==================== block 1
Fig. 1: block 1, clock nets
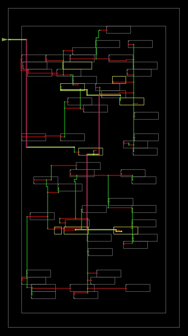

`src/rtl/race_heat_scheduler_if.sv`:
```
// ---------------------------------------------------------------------------
// race_heat_scheduler_if
//   Host and lane handshake bundle for race_heat_scheduler.
//
//   Host side : go, lane_en, result_ack (to DUT);
//               busy, result_valid, winner, winner_time, finish_mask,
//               timeout, false_start (from DUT)
//   Lane side : lane_ready, lane_done (to DUT); start (from DUT)
//
//   modport master : the host/lanes environment driving the scheduler
//   modport slave  : the scheduler itself
// ---------------------------------------------------------------------------
interface race_heat_scheduler_if #(
    parameter int LANES   = 4,
    parameter int TIMER_W = 16
);
    localparam int WIN_W = $clog2(LANES);

    logic               go;
    logic [LANES-1:0]   lane_en;
    logic [LANES-1:0]   lane_ready;
    logic [LANES-1:0]   lane_done;
    logic               result_ack;
    logic               start;
    logic               busy;
    logic               result_valid;
    logic [WIN_W-1:0]   winner;
    logic [TIMER_W-1:0] winner_time;
    logic [LANES-1:0]   finish_mask;
    logic               timeout;
    logic               false_start;

    modport master (
        output go, lane_en, lane_ready, lane_done, result_ack,
        input  start, busy, result_valid, winner, winner_time,
               finish_mask, timeout, false_start
    );

    modport slave (
        input  go, lane_en, lane_ready, lane_done, result_ack,
        output start, busy, result_valid, winner, winner_time,
               finish_mask, timeout, false_start
    );
endinterface

```
`src/rtl/race_heat_scheduler.sv`:
```
// ---------------------------------------------------------------------------
// race_heat_scheduler
//   Sequences one heat across up to LANES racer lanes: arm on go, wait for
//   every enabled lane to be ready, broadcast start, time each lane's done
//   with a saturating cycle timer, record finish order/winner, and hold the
//   results until the host acknowledges and all lanes are back to idle.
//
//   Ports:
//     clk   : system clock, rising edge
//     rst_l : asynchronous active-low reset
//     bus   : race_heat_scheduler_if.slave (host + lane handshake)
//
//   Optional feature: define FALSE_START_DET_EN to abort a heat when an
//   active lane shows done while ARMED (false_start = 1). When undefined,
//   done in ARMED is ignored and false_start is tied to 0.
//
//   All outputs are registered.
// ---------------------------------------------------------------------------
module race_heat_scheduler #(
    parameter int          LANES    = 4,
    parameter int          TIMER_W  = 16,
    parameter int unsigned MAX_TIME = 32'hFFFF
) (
    input  logic                 clk,
    input  logic                 rst_l,
    race_heat_scheduler_if.slave bus
);
    localparam int                 WIN_W = $clog2(LANES);
    localparam logic [TIMER_W-1:0] MAX_T = TIMER_W'(MAX_TIME);

    typedef enum logic [1:0] {
        S_IDLE   = 2'd0,
        S_ARMED  = 2'd1,
        S_RUN    = 2'd2,
        S_RESULT = 2'd3
    } state_t;

    state_t             state, state_n;
    logic [LANES-1:0]   active, active_n;
    logic [TIMER_W-1:0] timer, timer_n;
    logic               ack_seen, ack_seen_n;
    logic               start, start_n;
    logic               busy, busy_n;
    logic               result_valid, result_valid_n;
    logic [WIN_W-1:0]   winner, winner_n;
    logic [TIMER_W-1:0] winner_time, winner_time_n;
    logic [LANES-1:0]   finish_mask, finish_mask_n;
    logic               timeout, timeout_n;
    logic               false_start, false_start_n;

    logic [LANES-1:0]   done_act;
    logic [LANES-1:0]   new_done;
    logic [LANES-1:0]   fm_next;

    // Lowest set index; simultaneous finishers resolve to the smallest lane.
    function automatic logic [WIN_W-1:0] lowest(input logic [LANES-1:0] v);
        lowest = '0;
        for (int i = LANES - 1; i >= 0; i--) begin
            if (v[i]) lowest = WIN_W'(i);
        end
    endfunction

    assign done_act = bus.lane_done & active;
    assign new_done = done_act & ~finish_mask;
    assign fm_next  = finish_mask | done_act;

    // -----------------------------------------------------------------------
    // Next-state and next-output logic
    // -----------------------------------------------------------------------
    always_comb begin
        // NOTE: every target gets a default first so no path can infer a latch.
        state_n        = state;
        active_n       = active;
        timer_n        = timer;
        ack_seen_n     = ack_seen;
        start_n        = start;
        result_valid_n = result_valid;
        winner_n       = winner;
        winner_time_n  = winner_time;
        finish_mask_n  = finish_mask;
        timeout_n      = timeout;
        false_start_n  = false_start;

        case (state)
            S_IDLE: begin
                ack_seen_n = 1'b0;
                if (bus.go && (bus.lane_en != '0)) begin
                    active_n      = bus.lane_en;
                    finish_mask_n = '0;
                    winner_n      = '0;
                    winner_time_n = '0;
                    timeout_n     = 1'b0;
                    false_start_n = 1'b0;
                    state_n       = S_ARMED;
                end
            end

            S_ARMED: begin
`ifdef FALSE_START_DET_EN
                if (done_act != '0) begin
                    // Early done aborts the heat; start is never raised.
                    false_start_n  = 1'b1;
                    finish_mask_n  = done_act;
                    winner_n       = lowest(done_act);
                    winner_time_n  = '0;
                    result_valid_n = 1'b1;
                    state_n        = S_RESULT;
                end else
`endif
                if ((bus.lane_ready & active) == active) begin
                    start_n = 1'b1;
                    timer_n = '0;
                    state_n = S_RUN;
                end
            end

            S_RUN: begin
                timer_n       = (timer == MAX_T) ? timer : timer + 1'b1;
                finish_mask_n = fm_next;
                // First finisher of the heat: nothing recorded yet.
                if ((finish_mask == '0) && (new_done != '0)) begin
                    winner_n      = lowest(new_done);
                    winner_time_n = timer;
                end
                if (((fm_next & active) == active) || (timer == MAX_T)) begin
                    if ((fm_next & active) != active) begin
                        timeout_n = 1'b1;
                        if (fm_next == '0) begin
                            winner_n      = '0;
                            winner_time_n = MAX_T;
                        end
                    end
                    start_n        = 1'b0;
                    result_valid_n = 1'b1;
                    state_n        = S_RESULT;
                end
            end

            S_RESULT: begin
                // Ack is remembered so the host may acknowledge before
                // the lanes have released.
                ack_seen_n = ack_seen | bus.result_ack;
                if ((ack_seen | bus.result_ack) &&
                    (((bus.lane_done | bus.lane_ready) & active) == '0)) begin
                    ack_seen_n     = 1'b0;
                    result_valid_n = 1'b0;
                    state_n        = S_IDLE;
                end
            end

            default: begin
                state_n        = S_IDLE;
                active_n       = '0;
                timer_n        = '0;
                ack_seen_n     = 1'b0;
                start_n        = 1'b0;
                result_valid_n = 1'b0;
                winner_n       = '0;
                winner_time_n  = '0;
                finish_mask_n  = '0;
                timeout_n      = 1'b0;
                false_start_n  = 1'b0;
            end
        endcase

        busy_n = (state_n != S_IDLE);
    end

    // -----------------------------------------------------------------------
    // State and output registers
    // -----------------------------------------------------------------------
    always_ff @(posedge clk or negedge rst_l) begin
        if (!rst_l) begin
            state        <= S_IDLE;
            active       <= '0;
            timer        <= '0;
            ack_seen     <= 1'b0;
            start        <= 1'b0;
            busy         <= 1'b0;
            result_valid <= 1'b0;
            winner       <= '0;
            winner_time  <= '0;
            finish_mask  <= '0;
            timeout      <= 1'b0;
            false_start  <= 1'b0;
        end else begin
            // NOTE: non-blocking so every register updates from pre-edge values.
            state        <= state_n;
            active       <= active_n;
            timer        <= timer_n;
            ack_seen     <= ack_seen_n;
            start        <= start_n;
            busy         <= busy_n;
            result_valid <= result_valid_n;
            winner       <= winner_n;
            winner_time  <= winner_time_n;
            finish_mask  <= finish_mask_n;
            timeout      <= timeout_n;
            false_start  <= false_start_n;
        end
    end

    assign bus.start        = start;
    assign bus.busy         = busy;
    assign bus.result_valid = result_valid;
    assign bus.winner       = winner;
    assign bus.winner_time  = winner_time;
    assign bus.finish_mask  = finish_mask;
    assign bus.timeout      = timeout;
`ifdef FALSE_START_DET_EN
    assign bus.false_start  = false_start;
`else
    assign bus.false_start  = 1'b0;
`endif

endmodule

```
`src/flat_wrapper.sv`:
```
// flat-port wrapper written by rule: the top's interface ports become plain ports
module race_heat_scheduler_flat 
#(
    parameter int          LANES    = 4,
    parameter int          TIMER_W  = 16,
    parameter int unsigned MAX_TIME = 32'hFFFF
)
  (clk, rst_l, bus_go, bus_lane_en, bus_lane_ready, bus_lane_done, bus_result_ack, bus_start, bus_busy, bus_result_valid, bus_winner, bus_winner_time, bus_finish_mask, bus_timeout, bus_false_start);
  race_heat_scheduler_if #(.LANES(LANES), .TIMER_W(TIMER_W)) bus_i ();
  input  logic clk;
  input  logic rst_l;
  input wire logic [$bits(bus_i.go)-1:0] bus_go;
  input wire logic [$bits(bus_i.lane_en)-1:0] bus_lane_en;
  input wire logic [$bits(bus_i.lane_ready)-1:0] bus_lane_ready;
  input wire logic [$bits(bus_i.lane_done)-1:0] bus_lane_done;
  input wire logic [$bits(bus_i.result_ack)-1:0] bus_result_ack;
  output wire logic [$bits(bus_i.start)-1:0] bus_start;
  output wire logic [$bits(bus_i.busy)-1:0] bus_busy;
  output wire logic [$bits(bus_i.result_valid)-1:0] bus_result_valid;
  output wire logic [$bits(bus_i.winner)-1:0] bus_winner;
  output wire logic [$bits(bus_i.winner_time)-1:0] bus_winner_time;
  output wire logic [$bits(bus_i.finish_mask)-1:0] bus_finish_mask;
  output wire logic [$bits(bus_i.timeout)-1:0] bus_timeout;
  output wire logic [$bits(bus_i.false_start)-1:0] bus_false_start;
  assign bus_i.go = bus_go;
  assign bus_i.lane_en = bus_lane_en;
  assign bus_i.lane_ready = bus_lane_ready;
  assign bus_i.lane_done = bus_lane_done;
  assign bus_i.result_ack = bus_result_ack;
  assign bus_start = bus_i.start;
  assign bus_busy = bus_i.busy;
  assign bus_result_valid = bus_i.result_valid;
  assign bus_winner = bus_i.winner;
  assign bus_winner_time = bus_i.winner_time;
  assign bus_finish_mask = bus_i.finish_mask;
  assign bus_timeout = bus_i.timeout;
  assign bus_false_start = bus_i.false_start;
  race_heat_scheduler #(.LANES(LANES), .TIMER_W(TIMER_W), .MAX_TIME(MAX_TIME)) u_core (.clk(clk), .rst_l(rst_l), .bus(bus_i));
endmodule
```
`config.mk`:
```
export PLATFORM = sky130hd
export DESIGN_NAME = race_heat_scheduler_flat
export DESIGN_NICKNAME = d
export VERILOG_FILES = /design/src/rtl/race_heat_scheduler_if.sv /design/src/rtl/race_heat_scheduler.sv /design/src/flat_wrapper.sv
export SDC_FILE = /design/constraint.sdc
export NUM_CORES = 1
export LEC_CHECK = 0
export ABC_AREA = 1
export ABC_CLOCK_PERIOD_IN_PS = 1800
export CORE_AREA = 5 5 60 116
export DETAILED_ROUTE_END_ITERATION = 7
export DIE_AREA = 0 0 65 121
export PLACE_DENSITY = 0.75
export SLEW_MARGIN = 10
export SYNTH_ARGS = -nofsm -noshare
export SYNTH_HDL_FRONTEND = slang
export SYNTH_SLANG_ARGS = --single-unit
```
`constraint.sdc`:
```
create_clock -name clk -period 1.8 [get_ports clk]
set_input_delay 0.36 -clock clk [delete_from_list [all_inputs] [get_ports clk]]
set_output_delay 0.36 -clock clk [all_outputs]
set_load 0.02 [all_outputs]
```
==================== block 2
[config.mk]
export PLATFORM = sky130hd
export DESIGN_NAME = traffic_phase_ctrl
export DESIGN_NICKNAME = d
export VERILOG_FILES = /design/src/rtl/traffic_phase_ctrl.sv
export SDC_FILE = /design/constraint.sdc
export NUM_CORES = 1
export LEC_CHECK = 0
export CAP_MARGIN = 20
export CORE_MARGIN = 2
export CORE_UTILIZATION = 41
export DETAILED_ROUTE_END_ITERATION = 10
export GPL_TIMING_DRIVEN = 1
export HOLD_SLACK_MARGIN = 0.03
export PLACE_DENSITY_LB_ADDON = 0.08
export RECOVER_POWER = 100
export REMOVE_ABC_BUFFERS = 1
export SYNTH_ARGS = -nofsm -noshare
export SYNTH_HDL_FRONTEND = slang
export SYNTH_SLANG_ARGS = --single-unit
export TNS_END_PERCENT = 100
[constraint.sdc]
create_clock -name clk -period 6.9 [get_ports clk]
set_clock_uncertainty 0.2 [all_clocks]
set_input_delay 2.07 -clock clk [delete_from_list [all_inputs] [get_ports clk]]
set_output_delay 2.07 -clock clk [all_outputs]
set_load 0.01 [all_outputs]
[src/rtl/traffic_phase_ctrl.sv]
// Two-road intersection phase controller with pedestrian walk and flash mode.
// Ports: clk, reset (async high), tick_in, ped_req, flash_en -> ns_light,
//   ew_light ({R,Y,G}), ped_walk, phase (debug state encoding).
module traffic_phase_ctrl #(
  parameter int CNT_W        = 4,
  parameter int GREEN_TICKS  = 8,
  parameter int YELLOW_TICKS = 3,
  parameter int ALLRED_TICKS = 2,
  parameter int WALK_TICKS   = 4
) (
  input  logic       clk,
  input  logic       reset,
  input  logic       tick_in,
  input  logic       ped_req,
  input  logic       flash_en,
  output logic [2:0] ns_light,
  output logic [2:0] ew_light,
  output logic       ped_walk,
  output logic [2:0] phase
);

  typedef enum logic [2:0] {
    NS_G  = 3'd0,
    NS_Y  = 3'd1,
    RED_A = 3'd2,
    EW_G  = 3'd3,
    EW_Y  = 3'd4,
    RED_B = 3'd5,
    WALK  = 3'd6,
    FLASH = 3'd7
  } state_e;

  localparam logic [CNT_W-1:0] G_M1 = CNT_W'(GREEN_TICKS - 1);
  localparam logic [CNT_W-1:0] Y_M1 = CNT_W'(YELLOW_TICKS - 1);
  localparam logic [CNT_W-1:0] R_M1 = CNT_W'(ALLRED_TICKS - 1);
  localparam logic [CNT_W-1:0] W_M1 = CNT_W'(WALK_TICKS - 1);

  localparam logic [2:0] RED = 3'b100;
  localparam logic [2:0] YEL = 3'b010;
  localparam logic [2:0] GRN = 3'b001;

  state_e           state_q, state_d;
  state_e           seq_nxt;
  logic [CNT_W-1:0] cnt_q, cnt_d;
  logic [CNT_W-1:0] dur_m1;
  logic             ped_q, ped_d;
  logic             blink_q, blink_d;

  // Phase length and successor in the normal sequence.
  always_comb begin
    dur_m1  = R_M1;
    seq_nxt = RED_B;
    unique case (state_q)
      NS_G:  begin dur_m1 = G_M1; seq_nxt = NS_Y;  end
      NS_Y:  begin dur_m1 = Y_M1; seq_nxt = RED_A; end
      RED_A: begin dur_m1 = R_M1; seq_nxt = EW_G;  end
      EW_G:  begin dur_m1 = G_M1; seq_nxt = EW_Y;  end
      EW_Y:  begin dur_m1 = Y_M1; seq_nxt = RED_B; end
      RED_B: begin
        dur_m1  = R_M1;
        seq_nxt = ped_q ? WALK : NS_G;
      end
      WALK:  begin dur_m1 = W_M1; seq_nxt = NS_G;  end
      FLASH: begin dur_m1 = R_M1; seq_nxt = RED_B; end
    endcase
  end

  always_comb begin
    state_d = state_q;
    cnt_d   = cnt_q;
    ped_d   = ped_q;
    blink_d = blink_q;
    if (flash_en) begin
      // Flash overrides everything; pending walk is kept.
      state_d = FLASH;
      if (state_q == FLASH) begin
        blink_d = blink_q ^ tick_in;
      end else begin
        cnt_d   = '0;
        blink_d = 1'b0;
      end
    end else if (state_q == FLASH) begin
      // Leaving flash restarts through all-red.
      state_d = RED_B;
      cnt_d   = '0;
      blink_d = 1'b0;
      ped_d   = ped_q | ped_req;
    end else begin
      if (ped_req && state_q != WALK) begin
        ped_d = 1'b1;
      end
      if (tick_in) begin
        if (cnt_q == dur_m1) begin
          state_d = seq_nxt;
          cnt_d   = '0;
          // Entering walk clears the request, beating a same-cycle press.
          if (seq_nxt == WALK) begin
            ped_d = 1'b0;
          end
        end else begin
          cnt_d = cnt_q + 1'b1;
        end
      end
    end
  end

  always_ff @(posedge clk or posedge reset) begin
    if (reset) begin
      state_q <= RED_B;
      cnt_q   <= '0;
      ped_q   <= 1'b0;
      blink_q <= 1'b0;
    end else begin
      state_q <= state_d;
      cnt_q   <= cnt_d;
      ped_q   <= ped_d;
      blink_q <= blink_d;
    end
  end

  // Lamps decode straight from the registered state.
  always_comb begin
    ns_light = RED;
    ew_light = RED;
    ped_walk = 1'b0;
    unique case (state_q)
      NS_G:  ns_light = GRN;
      NS_Y:  ns_light = YEL;
      EW_G:  ew_light = GRN;
      EW_Y:  ew_light = YEL;
      WALK:  ped_walk = 1'b1;
      FLASH: begin
        ns_light = {1'b0, blink_q, 1'b0};
        ew_light = {1'b0, blink_q, 1'b0};
      end
      default: ;
    endcase
  end

  assign phase = state_q;

endmodule

==================== block 3
==> src/rtl/octal_rr_arbiter_if.sv <==
// Interface bundling the octal_rr_arbiter request/grant signals.
// master: the requester side (drives req/done, observes the grant).
// slave:  the arbiter itself.
interface octal_rr_arbiter_if #(
  parameter int CNT_W = 8
);
  logic [7:0]       req;
  logic             done;
  logic [2:0]       sel;
  logic             sel_en;
  logic [7:0]       gnt;
  logic             busy;
  logic             timeout;
  logic [CNT_W-1:0] gcount;

  modport master (
    output req, done,
    input  sel, sel_en, gnt, busy, timeout, gcount
  );

  modport slave (
    input  req, done,
    output sel, sel_en, gnt, busy, timeout, gcount
  );
endinterface

==> src/rtl/octal_rr_arbiter.sv <==
// 8-way round-robin arbiter owning the shared 3-to-8 decoder path.
// sel/sel_en drive the decoder A/EN pins; gnt is a one-hot local copy.
// A grant is held until the owner raises done or drops its request, and
// every handover passes through exactly one idle cycle so the decoder
// never sees the owner change in a single edge.
// Optional feature macro: ARB_TIMEOUT_EN -- force-release a grant held
// for HOLD_MAX cycles and pulse timeout. Without it, timeout is tied low.
module octal_rr_arbiter #(
  parameter int HOLD_MAX = 15,
  parameter int CNT_W    = 8
) (
  input  logic                clk,
  input  logic                rst,
  octal_rr_arbiter_if.slave   bus
);

  typedef enum logic {IDLE, GRANT} state_t;

  state_t           state_reg;
  logic [2:0]       ptr_reg;
  logic [2:0]       sel_reg;
  logic             sel_en_reg;
  logic [7:0]       gnt_reg;
  logic             busy_reg;
  logic [CNT_W-1:0] gcount_reg;

  // A hold limit below one cycle is meaningless; reject it at elaboration.
  if (HOLD_MAX < 1) begin : g_bad_hold
    $error("octal_rr_arbiter: HOLD_MAX must be at least 1");
  end

  // Request vector rotated so that bit k is requester (ptr + k) mod 8.
  logic [14:0] req_dbl;
  logic [7:0]  req_rot;
  logic [2:0]  pick_off;
  logic        pick_valid;
  logic [2:0]  pick_idx;

  assign req_dbl = {bus.req[6:0], bus.req};
  assign req_rot = req_dbl[ptr_reg +: 8];

  // Lowest set bit of the rotated vector is the next owner after ptr.
  always_comb begin
    pick_valid = 1'b0;
    pick_off   = 3'd0;
    for (int k = 7; k >= 0; k--) begin
      if (req_rot[k]) begin
        pick_valid = 1'b1;
        pick_off   = 3'(k);
      end
    end
  end

  assign pick_idx = ptr_reg + pick_off;

  // Normal release: owner finished or withdrew its request.
  logic rel_now;
  assign rel_now = bus.done || !bus.req[sel_reg];

`ifdef ARB_TIMEOUT_EN
  localparam int HOLD_W = (HOLD_MAX > 1) ? $clog2(HOLD_MAX) : 1;
  localparam logic [HOLD_W-1:0] HOLD_LAST = HOLD_W'(HOLD_MAX - 1);

  logic [HOLD_W-1:0] hold_reg;
  logic              timeout_reg;
  logic              hold_hit;

  assign hold_hit = (hold_reg == HOLD_LAST);

  // Hold counter: cleared when a grant starts, counts each grant cycle;
  // timeout pulses only when the limit, not the owner, ended the grant.
  always_ff @(posedge clk) begin
    if (rst) begin
      hold_reg    <= '0;
      timeout_reg <= 1'b0;
    end else begin
      timeout_reg <= 1'b0;
      if (state_reg == IDLE) begin
        hold_reg <= '0;
      end else if (!rel_now && hold_hit) begin
        timeout_reg <= 1'b1;
      end else if (!rel_now) begin
        hold_reg <= hold_reg + 1'b1;
      end
    end
  end

  assign bus.timeout = timeout_reg;
`else
  logic hold_hit;
  assign hold_hit    = 1'b0;
  assign bus.timeout = 1'b0;
`endif

  // Arbitration FSM with registered decoder/grant outputs.
  always_ff @(posedge clk) begin
    if (rst) begin
      state_reg  <= IDLE;
      ptr_reg    <= 3'd0;
      sel_reg    <= 3'd0;
      sel_en_reg <= 1'b0;
      gnt_reg    <= 8'h00;
      busy_reg   <= 1'b0;
      gcount_reg <= '0;
    end else begin
      case (state_reg)
        IDLE: begin
          if (pick_valid) begin
            state_reg  <= GRANT;
            sel_reg    <= pick_idx;
            sel_en_reg <= 1'b1;
            gnt_reg    <= 8'd1 << pick_idx;
            busy_reg   <= 1'b1;
            gcount_reg <= gcount_reg + 1'b1;
          end
        end
        GRANT: begin
          // sel keeps its last value through the turnaround cycle.
          if (rel_now || hold_hit) begin
            state_reg  <= IDLE;
            sel_en_reg <= 1'b0;
            gnt_reg    <= 8'h00;
            busy_reg   <= 1'b0;
            ptr_reg    <= sel_reg + 3'd1;
          end
        end
        default: state_reg <= IDLE;
      endcase
    end
  end

  assign bus.sel    = sel_reg;
  assign bus.sel_en = sel_en_reg;
  assign bus.gnt    = gnt_reg;
  assign bus.busy   = busy_reg;
  assign bus.gcount = gcount_reg;

endmodule

==> src/flat_wrapper.sv <==
// flat-port wrapper written by rule: the top's interface ports become plain ports
module octal_rr_arbiter_flat 
#(
  parameter int HOLD_MAX = 15,
  parameter int CNT_W    = 8
)
  (clk, rst, bus_req, bus_done, bus_sel, bus_sel_en, bus_gnt, bus_busy, bus_timeout, bus_gcount);
  octal_rr_arbiter_if #(.CNT_W(CNT_W)) bus_i ();
  input  logic clk;
  input  logic rst;
  input wire logic [$bits(bus_i.req)-1:0] bus_req;
  input wire logic [$bits(bus_i.done)-1:0] bus_done;
  output wire logic [$bits(bus_i.sel)-1:0] bus_sel;
  output wire logic [$bits(bus_i.sel_en)-1:0] bus_sel_en;
  output wire logic [$bits(bus_i.gnt)-1:0] bus_gnt;
  output wire logic [$bits(bus_i.busy)-1:0] bus_busy;
  output wire logic [$bits(bus_i.timeout)-1:0] bus_timeout;
  output wire logic [$bits(bus_i.gcount)-1:0] bus_gcount;
  assign bus_i.req = bus_req;
  assign bus_i.done = bus_done;
  assign bus_sel = bus_i.sel;
  assign bus_sel_en = bus_i.sel_en;
  assign bus_gnt = bus_i.gnt;
  assign bus_busy = bus_i.busy;
  assign bus_timeout = bus_i.timeout;
  assign bus_gcount = bus_i.gcount;
  octal_rr_arbiter #(.HOLD_MAX(HOLD_MAX), .CNT_W(CNT_W)) u_core (.clk(clk), .rst(rst), .bus(bus_i));
endmodule
==> config.mk <==
export PLATFORM = sky130hd
export DESIGN_NAME = octal_rr_arbiter_flat
export DESIGN_NICKNAME = d
export VERILOG_FILES = /design/src/rtl/octal_rr_arbiter_if.sv /design/src/rtl/octal_rr_arbiter.sv /design/src/flat_wrapper.sv
export SDC_FILE = /design/constraint.sdc
export NUM_CORES = 1
export LEC_CHECK = 0
export CORE_MARGIN = 2
export CORE_UTILIZATION = 55
export DETAILED_ROUTE_END_ITERATION = 7
export PLACE_DENSITY_LB_ADDON = 0.08
export SETUP_SLACK_MARGIN = 0.2
export SLEW_MARGIN = 20
export SYNTH_ARGS = -nofsm -noshare
export SYNTH_HDL_FRONTEND = slang
export SYNTH_SLANG_ARGS = --single-unit
==> constraint.sdc <==
create_clock -name clk -period 9.4 [get_ports clk]
set_input_delay 2.82 -clock clk [delete_from_list [all_inputs] [get_ports clk]]
set_output_delay 2.82 -clock clk [all_outputs]
set_load 0.05 [all_outputs]
==================== block 4
===== config.mk =====
export PLATFORM = sky130hd
export DESIGN_NAME = regfile_wb_ctrl
export DESIGN_NICKNAME = d
export VERILOG_FILES = /design/src/rtl/regfile_ctrl_pkg.sv /design/src/rtl/rr_arbiter.sv /design/src/rtl/regfile_wb_ctrl.sv
export SDC_FILE = /design/constraint.sdc
export NUM_CORES = 1
export LEC_CHECK = 0
export ABC_AREA = 1
export ABC_CLOCK_PERIOD_IN_PS = 2300
export CORE_UTILIZATION = 35
export DETAILED_ROUTE_END_ITERATION = 10
export DONT_BUFFER_PORTS = 1
export PLACE_DENSITY_LB_ADDON = 0.08
export SKIP_CTS_REPAIR_TIMING = 1
export SYNTH_ARGS = -nofsm -noshare
export SYNTH_HDL_FRONTEND = slang
export SYNTH_HIERARCHICAL = 1
export SYNTH_SLANG_ARGS = --single-unit

===== constraint.sdc =====
create_clock -name clk -period 2.3 [get_ports clk]
set_input_delay 0.23 -clock clk [delete_from_list [all_inputs] [get_ports clk]]
set_output_delay 0.23 -clock clk [all_outputs]
set_load 0.01 [all_outputs]

===== src/rtl/regfile_ctrl_pkg.sv =====
// rtl/regfile_ctrl_pkg.sv - shared register file widths and types
package regfile_ctrl_pkg;
  localparam int REG_ADDR_W = 5;
  localparam int REG_DATA_W = 32;
  localparam int NUM_REGS   = 32;

  typedef logic [REG_ADDR_W-1:0] reg_addr_t;
  typedef logic [REG_DATA_W-1:0] reg_data_t;
endpackage


===== src/rtl/rr_arbiter.sv =====
// rtl/rr_arbiter.sv - round-robin arbiter, grant combinational, pointer moves past the winner
module rr_arbiter #(
  parameter int N = 3
) (
  input  logic         clk,
  input  logic         reset,
  input  logic         run,
  input  logic [N-1:0] req,
  output logic [N-1:0] gnt,
  input  logic         advance
);
  localparam int PW = (N > 1) ? $clog2(N) : 1;

  logic [PW-1:0] ptr;
  logic [PW-1:0] gnt_idx;
  logic [PW-1:0] ptr_nxt;
  logic          found;
  int            idx;

  // Search starts at the pointer and wraps, so the last winner has lowest priority.
  always_comb begin
    gnt     = '0;
    gnt_idx = '0;
    found   = 1'b0;
    idx     = 0;
    for (int k = 0; k < N; k++) begin
      idx = (int'(ptr) + k) % N;
      if (run && !found && req[idx]) begin
        gnt[idx] = 1'b1;
        gnt_idx  = idx[PW-1:0];
        found    = 1'b1;
      end
    end
  end

  always_comb begin
    ptr_nxt = gnt_idx + 1'b1;
    if (gnt_idx == PW'(N-1)) ptr_nxt = '0;
  end

  always_ff @(posedge clk or posedge reset) begin
    if (reset) begin
      ptr <= '0;
    end else if (run && advance) begin
      ptr <= ptr_nxt;
    end
  end
endmodule


===== src/rtl/regfile_wb_ctrl.sv =====
// rtl/regfile_wb_ctrl.sv - write-back arbitration onto the register file port plus busy scoreboard
module regfile_wb_ctrl
  import regfile_ctrl_pkg::*;
#(
  parameter int NUM_SRC = 3,
  parameter int ADDR_W  = REG_ADDR_W,
  parameter int DATA_W  = REG_DATA_W
) (
  input  logic                      clk,
  input  logic                      reset,
  input  logic                      run,
  input  logic [NUM_SRC-1:0]        src_valid,
  output logic [NUM_SRC-1:0]        src_ready,
  input  logic [NUM_SRC*ADDR_W-1:0] src_addr,
  input  logic [NUM_SRC*DATA_W-1:0] src_data,
  input  logic                      claim_valid,
  input  logic [ADDR_W-1:0]         claim_addr,
  input  logic [ADDR_W-1:0]         chk_addr_a,
  input  logic [ADDR_W-1:0]         chk_addr_b,
  output logic                      hazard_a,
  output logic                      hazard_b,
  output logic [2**ADDR_W-1:0]      busy,
  output logic [ADDR_W-1:0]         waddr,
  output logic [DATA_W-1:0]         wdata,
  output logic                      reg_we
);
  localparam int NREG = 2**ADDR_W;

  logic [NUM_SRC-1:0] gnt;
  logic               xfer;
  logic [ADDR_W-1:0]  sel_addr;
  logic [DATA_W-1:0]  sel_data;
  logic               we_q;
  logic [NREG-1:0]    busy_q;
  logic [NREG-1:0]    busy_nxt;

  rr_arbiter #(.N(NUM_SRC)) u_arb (
    .clk     (clk),
    .reset   (reset),
    .run     (run),
    .req     (src_valid),
    .gnt     (gnt),
    .advance (xfer)
  );

  assign src_ready = gnt;
  assign xfer      = |(src_valid & gnt);

  always_comb begin
    sel_addr = '0;
    sel_data = '0;
    for (int i = 0; i < NUM_SRC; i++) begin
      if (gnt[i]) begin
        sel_addr = src_addr[i*ADDR_W +: ADDR_W];
        sel_data = src_data[i*DATA_W +: DATA_W];
      end
    end
  end

  // Writes to register 0 are accepted and dropped here rather than stalling the source.
  always_ff @(posedge clk or posedge reset) begin
    if (reset) begin
      waddr <= '0;
      wdata <= '0;
      we_q  <= 1'b0;
    end else if (run) begin
      we_q <= xfer && (sel_addr != '0);
      if (xfer) begin
        waddr <= sel_addr;
        wdata <= sel_data;
      end
    end
  end

  assign reg_we = we_q & run;

  // Clear first so a same-edge claim of the retiring register wins.
  always_comb begin
    busy_nxt = busy_q;
    if (reg_we) busy_nxt[waddr] = 1'b0;
    if (claim_valid && claim_addr != '0) busy_nxt[claim_addr] = 1'b1;
    busy_nxt[0] = 1'b0;
  end

  always_ff @(posedge clk or posedge reset) begin
    if (reset) begin
      busy_q <= '0;
    end else if (run) begin
      busy_q <= busy_nxt;
    end
  end

  assign busy     = busy_q;
  assign hazard_a = busy_q[chk_addr_a];
  assign hazard_b = busy_q[chk_addr_b];
endmodule



==> layout pictures side by side <==
Cells by drive strength.
shot_01.png
Drawn at 4 px/um.
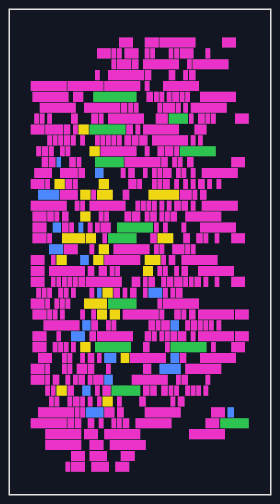
shot_02.png
Drawn at 4 px/um.
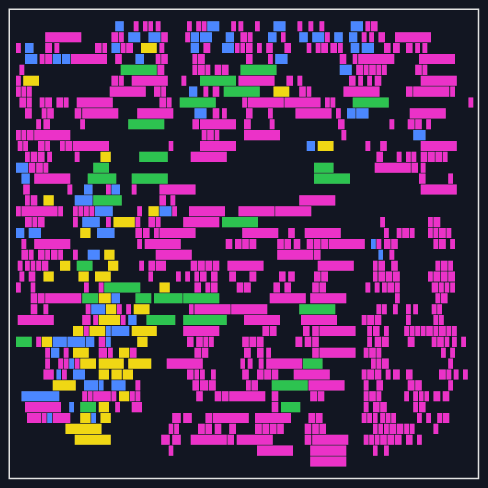
shot_03.png
Drawn at 10 px/um.
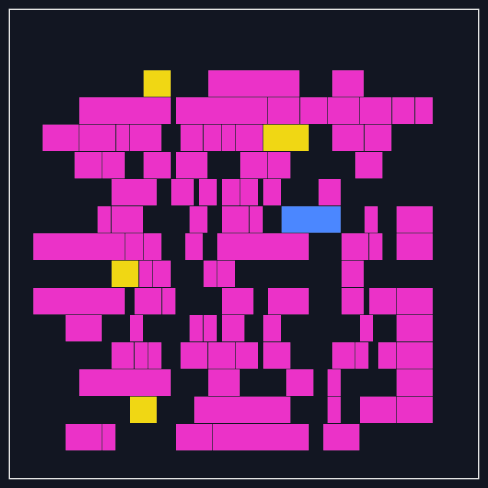
shot_04.png
Drawn at 8 px/um.
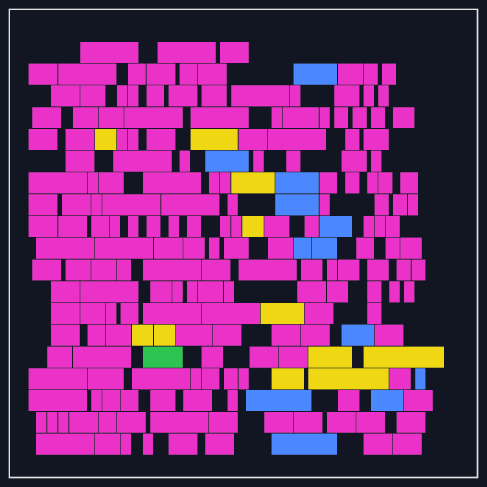
shot_04.png comes from block 3.
shot_01.png comes from block 1.
shot_03.png comes from block 2.
shot_02.png comes from block 4.
- fewest cells: shot_03.png
- most cells: shot_02.png

Fig. 2: block 2, register map, names as in the netlist
Drawn at 8 px/um. Other sequential cells in the stronger gray, the rest of the logic in the fainter gray.
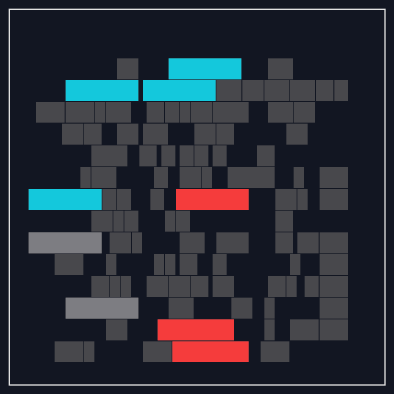
legend:
  red:
    name_in_the_netlist: phase
    placed_flops: 3
  cyan:
    name_in_the_netlist: cnt_q
    placed_flops: 4
not colored: 2

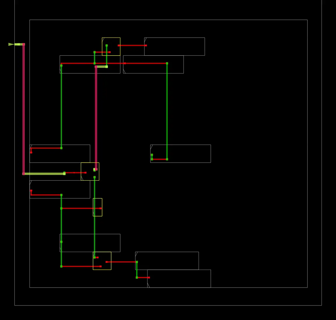
Fig. 3. Clock nets (block 2).
# clk buffers: 4
clock sinks: 9

==> results.sh, block 2 <==
# yosys + openroad results
export IMPL_dr_pass1_iters=4
export IMPL_p_seq_mw=0.104
export IMPL_worstMarginPinSlew_ns=0.588
export IMPL_power_leakage_nw=0.368
export IMPL_ir_drop_uv=171
export IMPL_edf_count=0
export IMPL_cts_root_buf="clkbuf_4"
export IMPL_met2_wirelength_um=701
export IMPL_area_leaders="dfrtp_1, dfstp_2, nor2_1, nand2_1, nor4b_1"
export IMPL_dieArea_um2=2190
export IMPL_wl_met1_um=813
export IMPL_ff_type="dfrtp_1"
export IMPL_power_density_nw_per_um2=339
export IMPL_path_class="reg -> out"
export IMPL_synth_cells=91
export IMPL_reg2reg_from="phase[0]"
export IMPL_critPathCaptureType="output port"
export IMPL_synthesis_area_um2=751
export IMPL_warnings=25
export IMPL_p_sw_mw=0.131
export IMPL_synth_distinct_cells=40
export IMPL_cts_buffers=3
export IMPL_status="complete, no violations"
export IMPL_path_clk_slew_ns=0.06
export IMPL_nNetsFinal=107
export IMPL_fin_util_pct=51.6
export IMPL_cp_required_ns=4.63
export IMPL_drive_above_1_share_pct=5.00
export IMPL_grt_pass1_wl_mm=2.70
export IMPL_clk_power_mw=0.0418
export IMPL_antenna_found_initial=0
export IMPL_top_power_group="combinational logic"
export IMPL_worstHoldStart="blink_q"
export IMPL_period_minus_slack_ns=4.53
export IMPL_p_int_mw=0.171
export IMPL_fp_util_pct=43.5
export IMPL_synthArstFlopShare_pct=100
export IMPL_hpwlAfterDp_mm=1.14
export IMPL_arrival_ns=2.26
export IMPL_cts_hold_buf=0
export IMPL_die_w_um=46.8
## block 2: through the flow
stage               cell area (um^2)  setup WS, ns  instances
CTS                              902          2.67        125
global route                     891          2.22        125
finish                           891          2.37        125
global placement                 876          3.01        121
detailed placement               876          2.97        121
floorplan                        704          3.52         82
## block 2: critical path, stage by stage, from the launching register on
cell and delay (ns):
dfstp_1 0.89, and3_1 0.42, nor2_1 0.08, dlygate4sd3_1 0.60
## block 2: logic make-up (layout without fill, tap and decap cells)
kind of cell / count (synthesis) / count (layout) / share of synthesized area (%)
fa+ha+maj: 1 / 1 / 1.67
flops: 9 / 9 / 30.3
buf+inv: 11 / 20 / 7.17
simple gates: 43 / 43 / 32.7
compound gates: 23 / 23 / 22.2
xor+xnor: 3 / 3 / 4.50
mux: 1 / 1 / 1.50
## block 2: state kept, by name (all words and copies together) (netlist names)
register / cells
cnt_q: 4
ped_q: 1
phase: 3
blink_q: 1
## block 2: cell type report
| class | instances | area (um^2) |
|---|---|---|
| timing repair buffer | 14 | 140 |
| clock buffer | 4 | 26.3 |
| multi-input combinational | 71 | 458 |
| fill | 179 | 836 |
| tap | 25 | 31.3 |
| sequential | 9 | 228 |
| inverter | 2 | 7.51 |
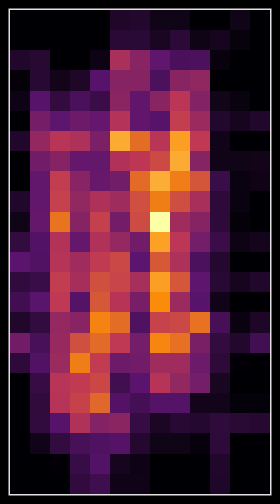
Fig. 4. Wiring heat map (block 1).
Drawn at 4 px/um. The die is cut into 13 by 24 equal tiles; black is low, pale yellow is high, scaled to the fullest tile. Values are wire area over tile area, all layers added.
fullest tile: 0.61
nearly empty tiles: 21%
emptiest ninth of the die: south-east
tiles over half the peak: 15%
mean over tiles: 0.15
densest ninth of the die: center
GRT Overall Usage: 19.5%
Routed WL per cell: 13.9 um

Notes on Fig. 1 above:
Clk power: 1.12 mW
# clk buffers: 6

==> results.sh, block 1 <==
# yosys + openroad results
export IMPL_cpMaxStageDelayCell="clkdlybuf4s50_1"
export IMPL_use_met2_pct=36.4
export IMPL_crit_path_max_incr_delay_ns=0.65
export IMPL_reg2reg_to="u_core.bus.winner_time[9]"
export IMPL_worstPathCellList="clkdlybuf4s50_1"
export IMPL_reg2reg_from="u_core.timer[1]"
export IMPL_ios=43
export IMPL_layout_top_cells="nand2_1, nor2_1, dfrtp_1"
export IMPL_topRoutingLayerUsed="met4"
export IMPL_rows=40
export IMPL_fin_worst_skew_ns=0.0111
export IMPL_fp_util_pct=47.9
export IMPL_regArea_um2=1230
export IMPL_syn_avg_cell_area_um2=7.40
export IMPL_grt_pass1_vias=2722
export IMPL_final_layout_top_logic_cell="nand2_1"
export IMPL_status="complete, no violations"
export IMPL_drtIter0Drc=89
export IMPL_die_y_um=121
export IMPL_met3_usage_pct=3.24
export IMPL_power_density_nw_per_um2=1240
export IMPL_synthArstFlopShare_pct=100
export IMPL_area_growth_pct=29.2
export IMPL_ys_top_logic_family="simple AND/OR/NAND/NOR gates"
export IMPL_period_used_pct=98.1
export IMPL_cp_max_fo=5
export IMPL_cp_depth=1
export IMPL_antenna_found_initial=0
export IMPL_yosysCellCount=385
export IMPL_cts_root_buf="clkbuf_16"
block 1: layout make-up:
| class | instances | area share, % |
|---|---|---|
| clock inverter | 2 | 1.02 |
| sequential | 49 | 33.3 |
| tap | 63 | 2.14 |
| multi-input combinational | 283 | 38.2 |
| clock buffer | 6 | 3.77 |
| inverter | 43 | 4.45 |
| timing repair buffer | 62 | 17.1 |
block 1: sequential cells by signal (all words and copies together), names as in the netlist, 2 cells and up:
| signal | flops |
|---|---|
| u_core.bus.winner_time | 16 |
| u_core.active | 4 |
| u_core.state | 2 |
| u_core.timer | 16 |
| u_core.bus.finish_mask | 4 |
| u_core.bus.winner | 2 |
block 1: power groups by stage:
stage / Sequential (mW) / Combinational [mW] / Clock [mW]
global route: 1.45 / 2.25 / 1.18
global placement: 1.43 / 2.00 / 0
finish: 1.42 / 2.04 / 1.12
detailed placement: 1.44 / 2.03 / 0
floorplan: 1.49 / 1.19 / 0
CTS: 1.42 / 2.04 / 1.13
block 1: what timing repair did:
item,in CTS,in global routing
resized,1,10
endpoints found under the hold margin,0,0
endpoints found under the setup margin,10,33
pin swaps,0,1
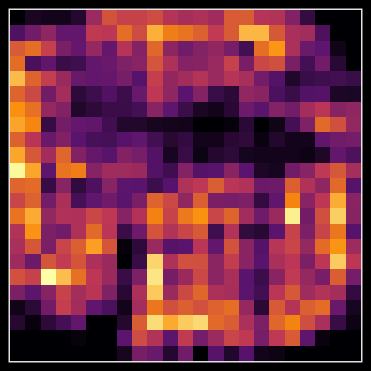
Fig. 5. Wiring heat map (block 4).
Drawn at 3 px/um. The die is cut into 23 by 23 equal tiles; black is low, pale yellow is high, scaled to the fullest tile. Values are wire area over tile area, all layers added.
fullest tile: 0.52
mean over tiles: 0.19
nearly empty tiles: 7.0%
Routed WL per cell: 17.9 um
WL final: 15.7 mm
GRT Overall Usage: 20.5%
total number of vias: 4676

==> results.sh, block 4 <==
# yosys + openroad results
export IMPL_status="complete, but fails checks"
export IMPL_violations="negative setup slack"
export IMPL_period_used_pct=103
export IMPL_seq_power_share_pct=29.3
export IMPL_regArea_um2=1780
export IMPL_fin_worst_skew_ns=0.00487
export IMPL_fillers=1322
export IMPL_die_y_um=117
export IMPL_area_leaders="dfrtp_1, nand2_1, o21ai_0, nand3_1, a21oi_1"
export IMPL_inv_count=43
export IMPL_crit_path_max_incr_delay_ns=0.40
export IMPL_edf_count=0
export IMPL_final_setup_viol_count=18
export IMPL_dp_cells=849
export IMPL_gr_total_overflow=0
export IMPL_syn_num_nets=824
export IMPL_mi_logic_area_um2=2760
export IMPL_antenna_found_initial=0
export IMPL_r2r_slack_ns=-0.04
export IMPL_ir_drop_uv=618
export IMPL_fin_util_pct=44.5
export IMPL_fin_ws_ns=-0.0799
export IMPL_clk_latency_ns=0.33
export IMPL_yosysCellCount=687
export IMPL_top_area_share_pct=38.4
export IMPL_cp_depth=12
export IMPL_clkPwrFrac_pct=18.7
export IMPL_met1_usage_pct=27.1
export IMPL_rows=41
export IMPL_use_met2_pct=32.4
export IMPL_flops=71
export IMPL_cts_tree="yes"
export IMPL_cpMaxStageDelayCell="dfrtp_2"
export IMPL_hpwlAfterDp_mm=11.1
export IMPL_combPwrFrac_pct=52.0
==> block 4: flip-flops by register name, indices dropped and copies added (netlist names) <==
signal / count
waddr: 5
we_q: 1
u_arb/ptr: 2
wdata: 32
busy: 31
==> block 4: cells by family after synthesis <==
logic type	synth area share, %
buffers and inverters	8.57
other	0.0811
AOI/OAI and AO/OA	19.7
adders and majority gates	1.08
DFF	38.4
and+or+nand+nor	32.1
==> block 4: per-stage QoR <==
stage / setup TNS (ns) / cell area [um^2]
floorplan: 0 / 4640
global placement: -0.297 / 4900
detailed placement: -3.26 / 4900
CTS: -3.91 / 5200
global route: -5.14 / 5690
finish: -0.379 / 5690
==> block 4: layout by cell type (no fill, tap or decap), types with 3 or more instances in the layout <==
cell,n
a21oi_1,49
clkbuf_8,3
a21oi_2,17
o21ai_1,36
o21ai_0,62
nor2_4,5
nand4_1,7
nand3_1,69
inv_1,32
nand3_2,3
nand2_4,4
buf_6,6
buf_4,21
nor2_1,54
nand2_2,10
nand2_1,181
inv_2,10
buf_12,5
dfrtp_1,70
o22ai_2,4
o21ai_2,3
nor2_2,15
clkbuf_16,14
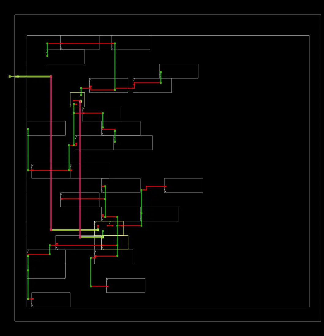
Fig. 6. Clock nets (block 3).
Clk power: 0.0535 mW
Clock Skew: 0.00111 ns
clock sinks: 24
Num CTS Buffers: 3
# clk buffers: 4

==> results.sh, block 3 <==
# yosys + openroad results
export IMPL_period_used_pct=61.7
export IMPL_busiest_layer="met2"
export IMPL_cp_max_fo=6
export IMPL_final_setup_viol_count=0
export IMPL_holdPathStages=1
export IMPL_p_int_mw=0.199
export IMPL_num_tap_cells=31
export IMPL_power_density_nw_per_um2=176
export IMPL_vias=1464
export IMPL_status="complete, no violations"
export IMPL_met2_wirelength_mm=2.12
export IMPL_nNonClkBuffers=32
export IMPL_port_buffers=31
export IMPL_fin_ws_ns=3.60
export IMPL_clk_latency_ns=0.31
export IMPL_mi_logic_area_um2=1060
export IMPL_arrival_ns=6.03
export IMPL_drive_above_1_share_pct=11.7
export IMPL_yosysCellCount=179
export IMPL_ir_drop_uv=170
export IMPL_topRoutingLayerUsed="met4"
export IMPL_gp_congestion=0.917
export IMPL_p_seq_mw=0.132
export IMPL_vias_per_cell=6.18
export IMPL_area_leaders="dfxtp_1, mux2i_1, nor2_1, o41ai_4, xor2_1"
export IMPL_fp_util_pct=58.4
export IMPL_post_cts_buffers=0
export IMPL_path_delay_family="AND-OR/OR-AND gates"
export IMPL_drtAntennaViolNets=0
export IMPL_nNetsFinal=222
export IMPL_rr_worst_depth=12
export IMPL_path_class="in -> reg"
export IMPL_final_clk_cell_share_pct=1.85
export IMPL_rsz0062_at_grt="no"
[block 3: cell usage after synthesis, types with 2 or more instances]
cell type / count
a211o_1: 2
a211oi_1: 3
a21oi_1: 6
a221oi_2: 2
a32o_1: 3
and2_1: 2
and3_1: 3
buf_4: 2
buf_6: 2
clkbuf_1: 4
dfxtp_1: 24
ha_1: 3
inv_1: 6
mux2_2: 2
mux2_4: 3
mux2i_1: 10
mux4_2: 2
nand2_1: 11
nand3_1: 6
nand4_1: 5
nor2_1: 26
nor2b_1: 2
o211ai_1: 2
o21a_1: 3
o21ai_0: 9
o2bb2ai_1: 4
o311ai_0: 2
o41ai_4: 2
xnor2_1: 2
xor2_1: 6
[block 3: kinds of logic (layout without fill, tap and decap cells)]
group | after synthesis | count (layout) | synth area share, %
and+or+nand+nor | 60 | 60 | 17.4
adders and majority gates | 4 | 4 | 3.54
buffers and inverters | 16 | 43 | 5.08
muxes | 17 | 17 | 13.1
xor gates and xnor gates | 8 | 8 | 4.31
AOI/OAI and AO/OA | 49 | 49 | 26.7
other | 1 | 1 | 0.231
DFF | 24 | 24 | 29.6


==> layout pictures side by side <==
Register map, names as in the netlist.
Plate I
Drawn at 4 px/um. Other sequential cells in the stronger gray, the rest of the logic in the fainter gray.
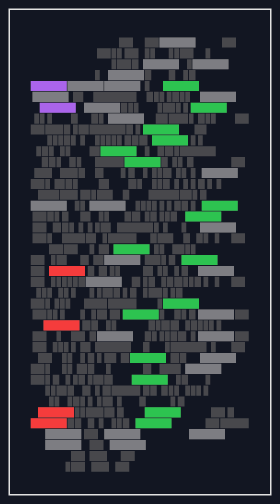
Plate II
Drawn at 6 px/um. Other sequential cells in the stronger gray, the rest of the logic in the fainter gray.
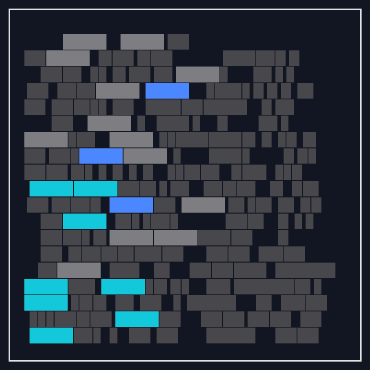
Plate III
Drawn at 3 px/um. Other sequential cells in the stronger gray, the rest of the logic in the fainter gray.
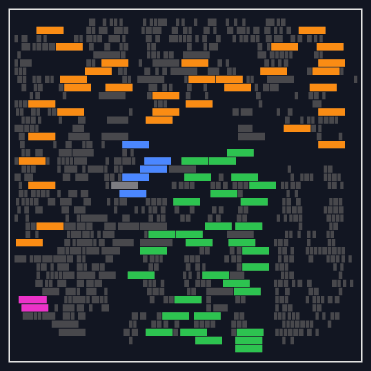
- most cells: Plate III
Plate II is block 3.
Plate III is block 4.
Plate I is block 1.

Power and IR drop assume default switching activity.
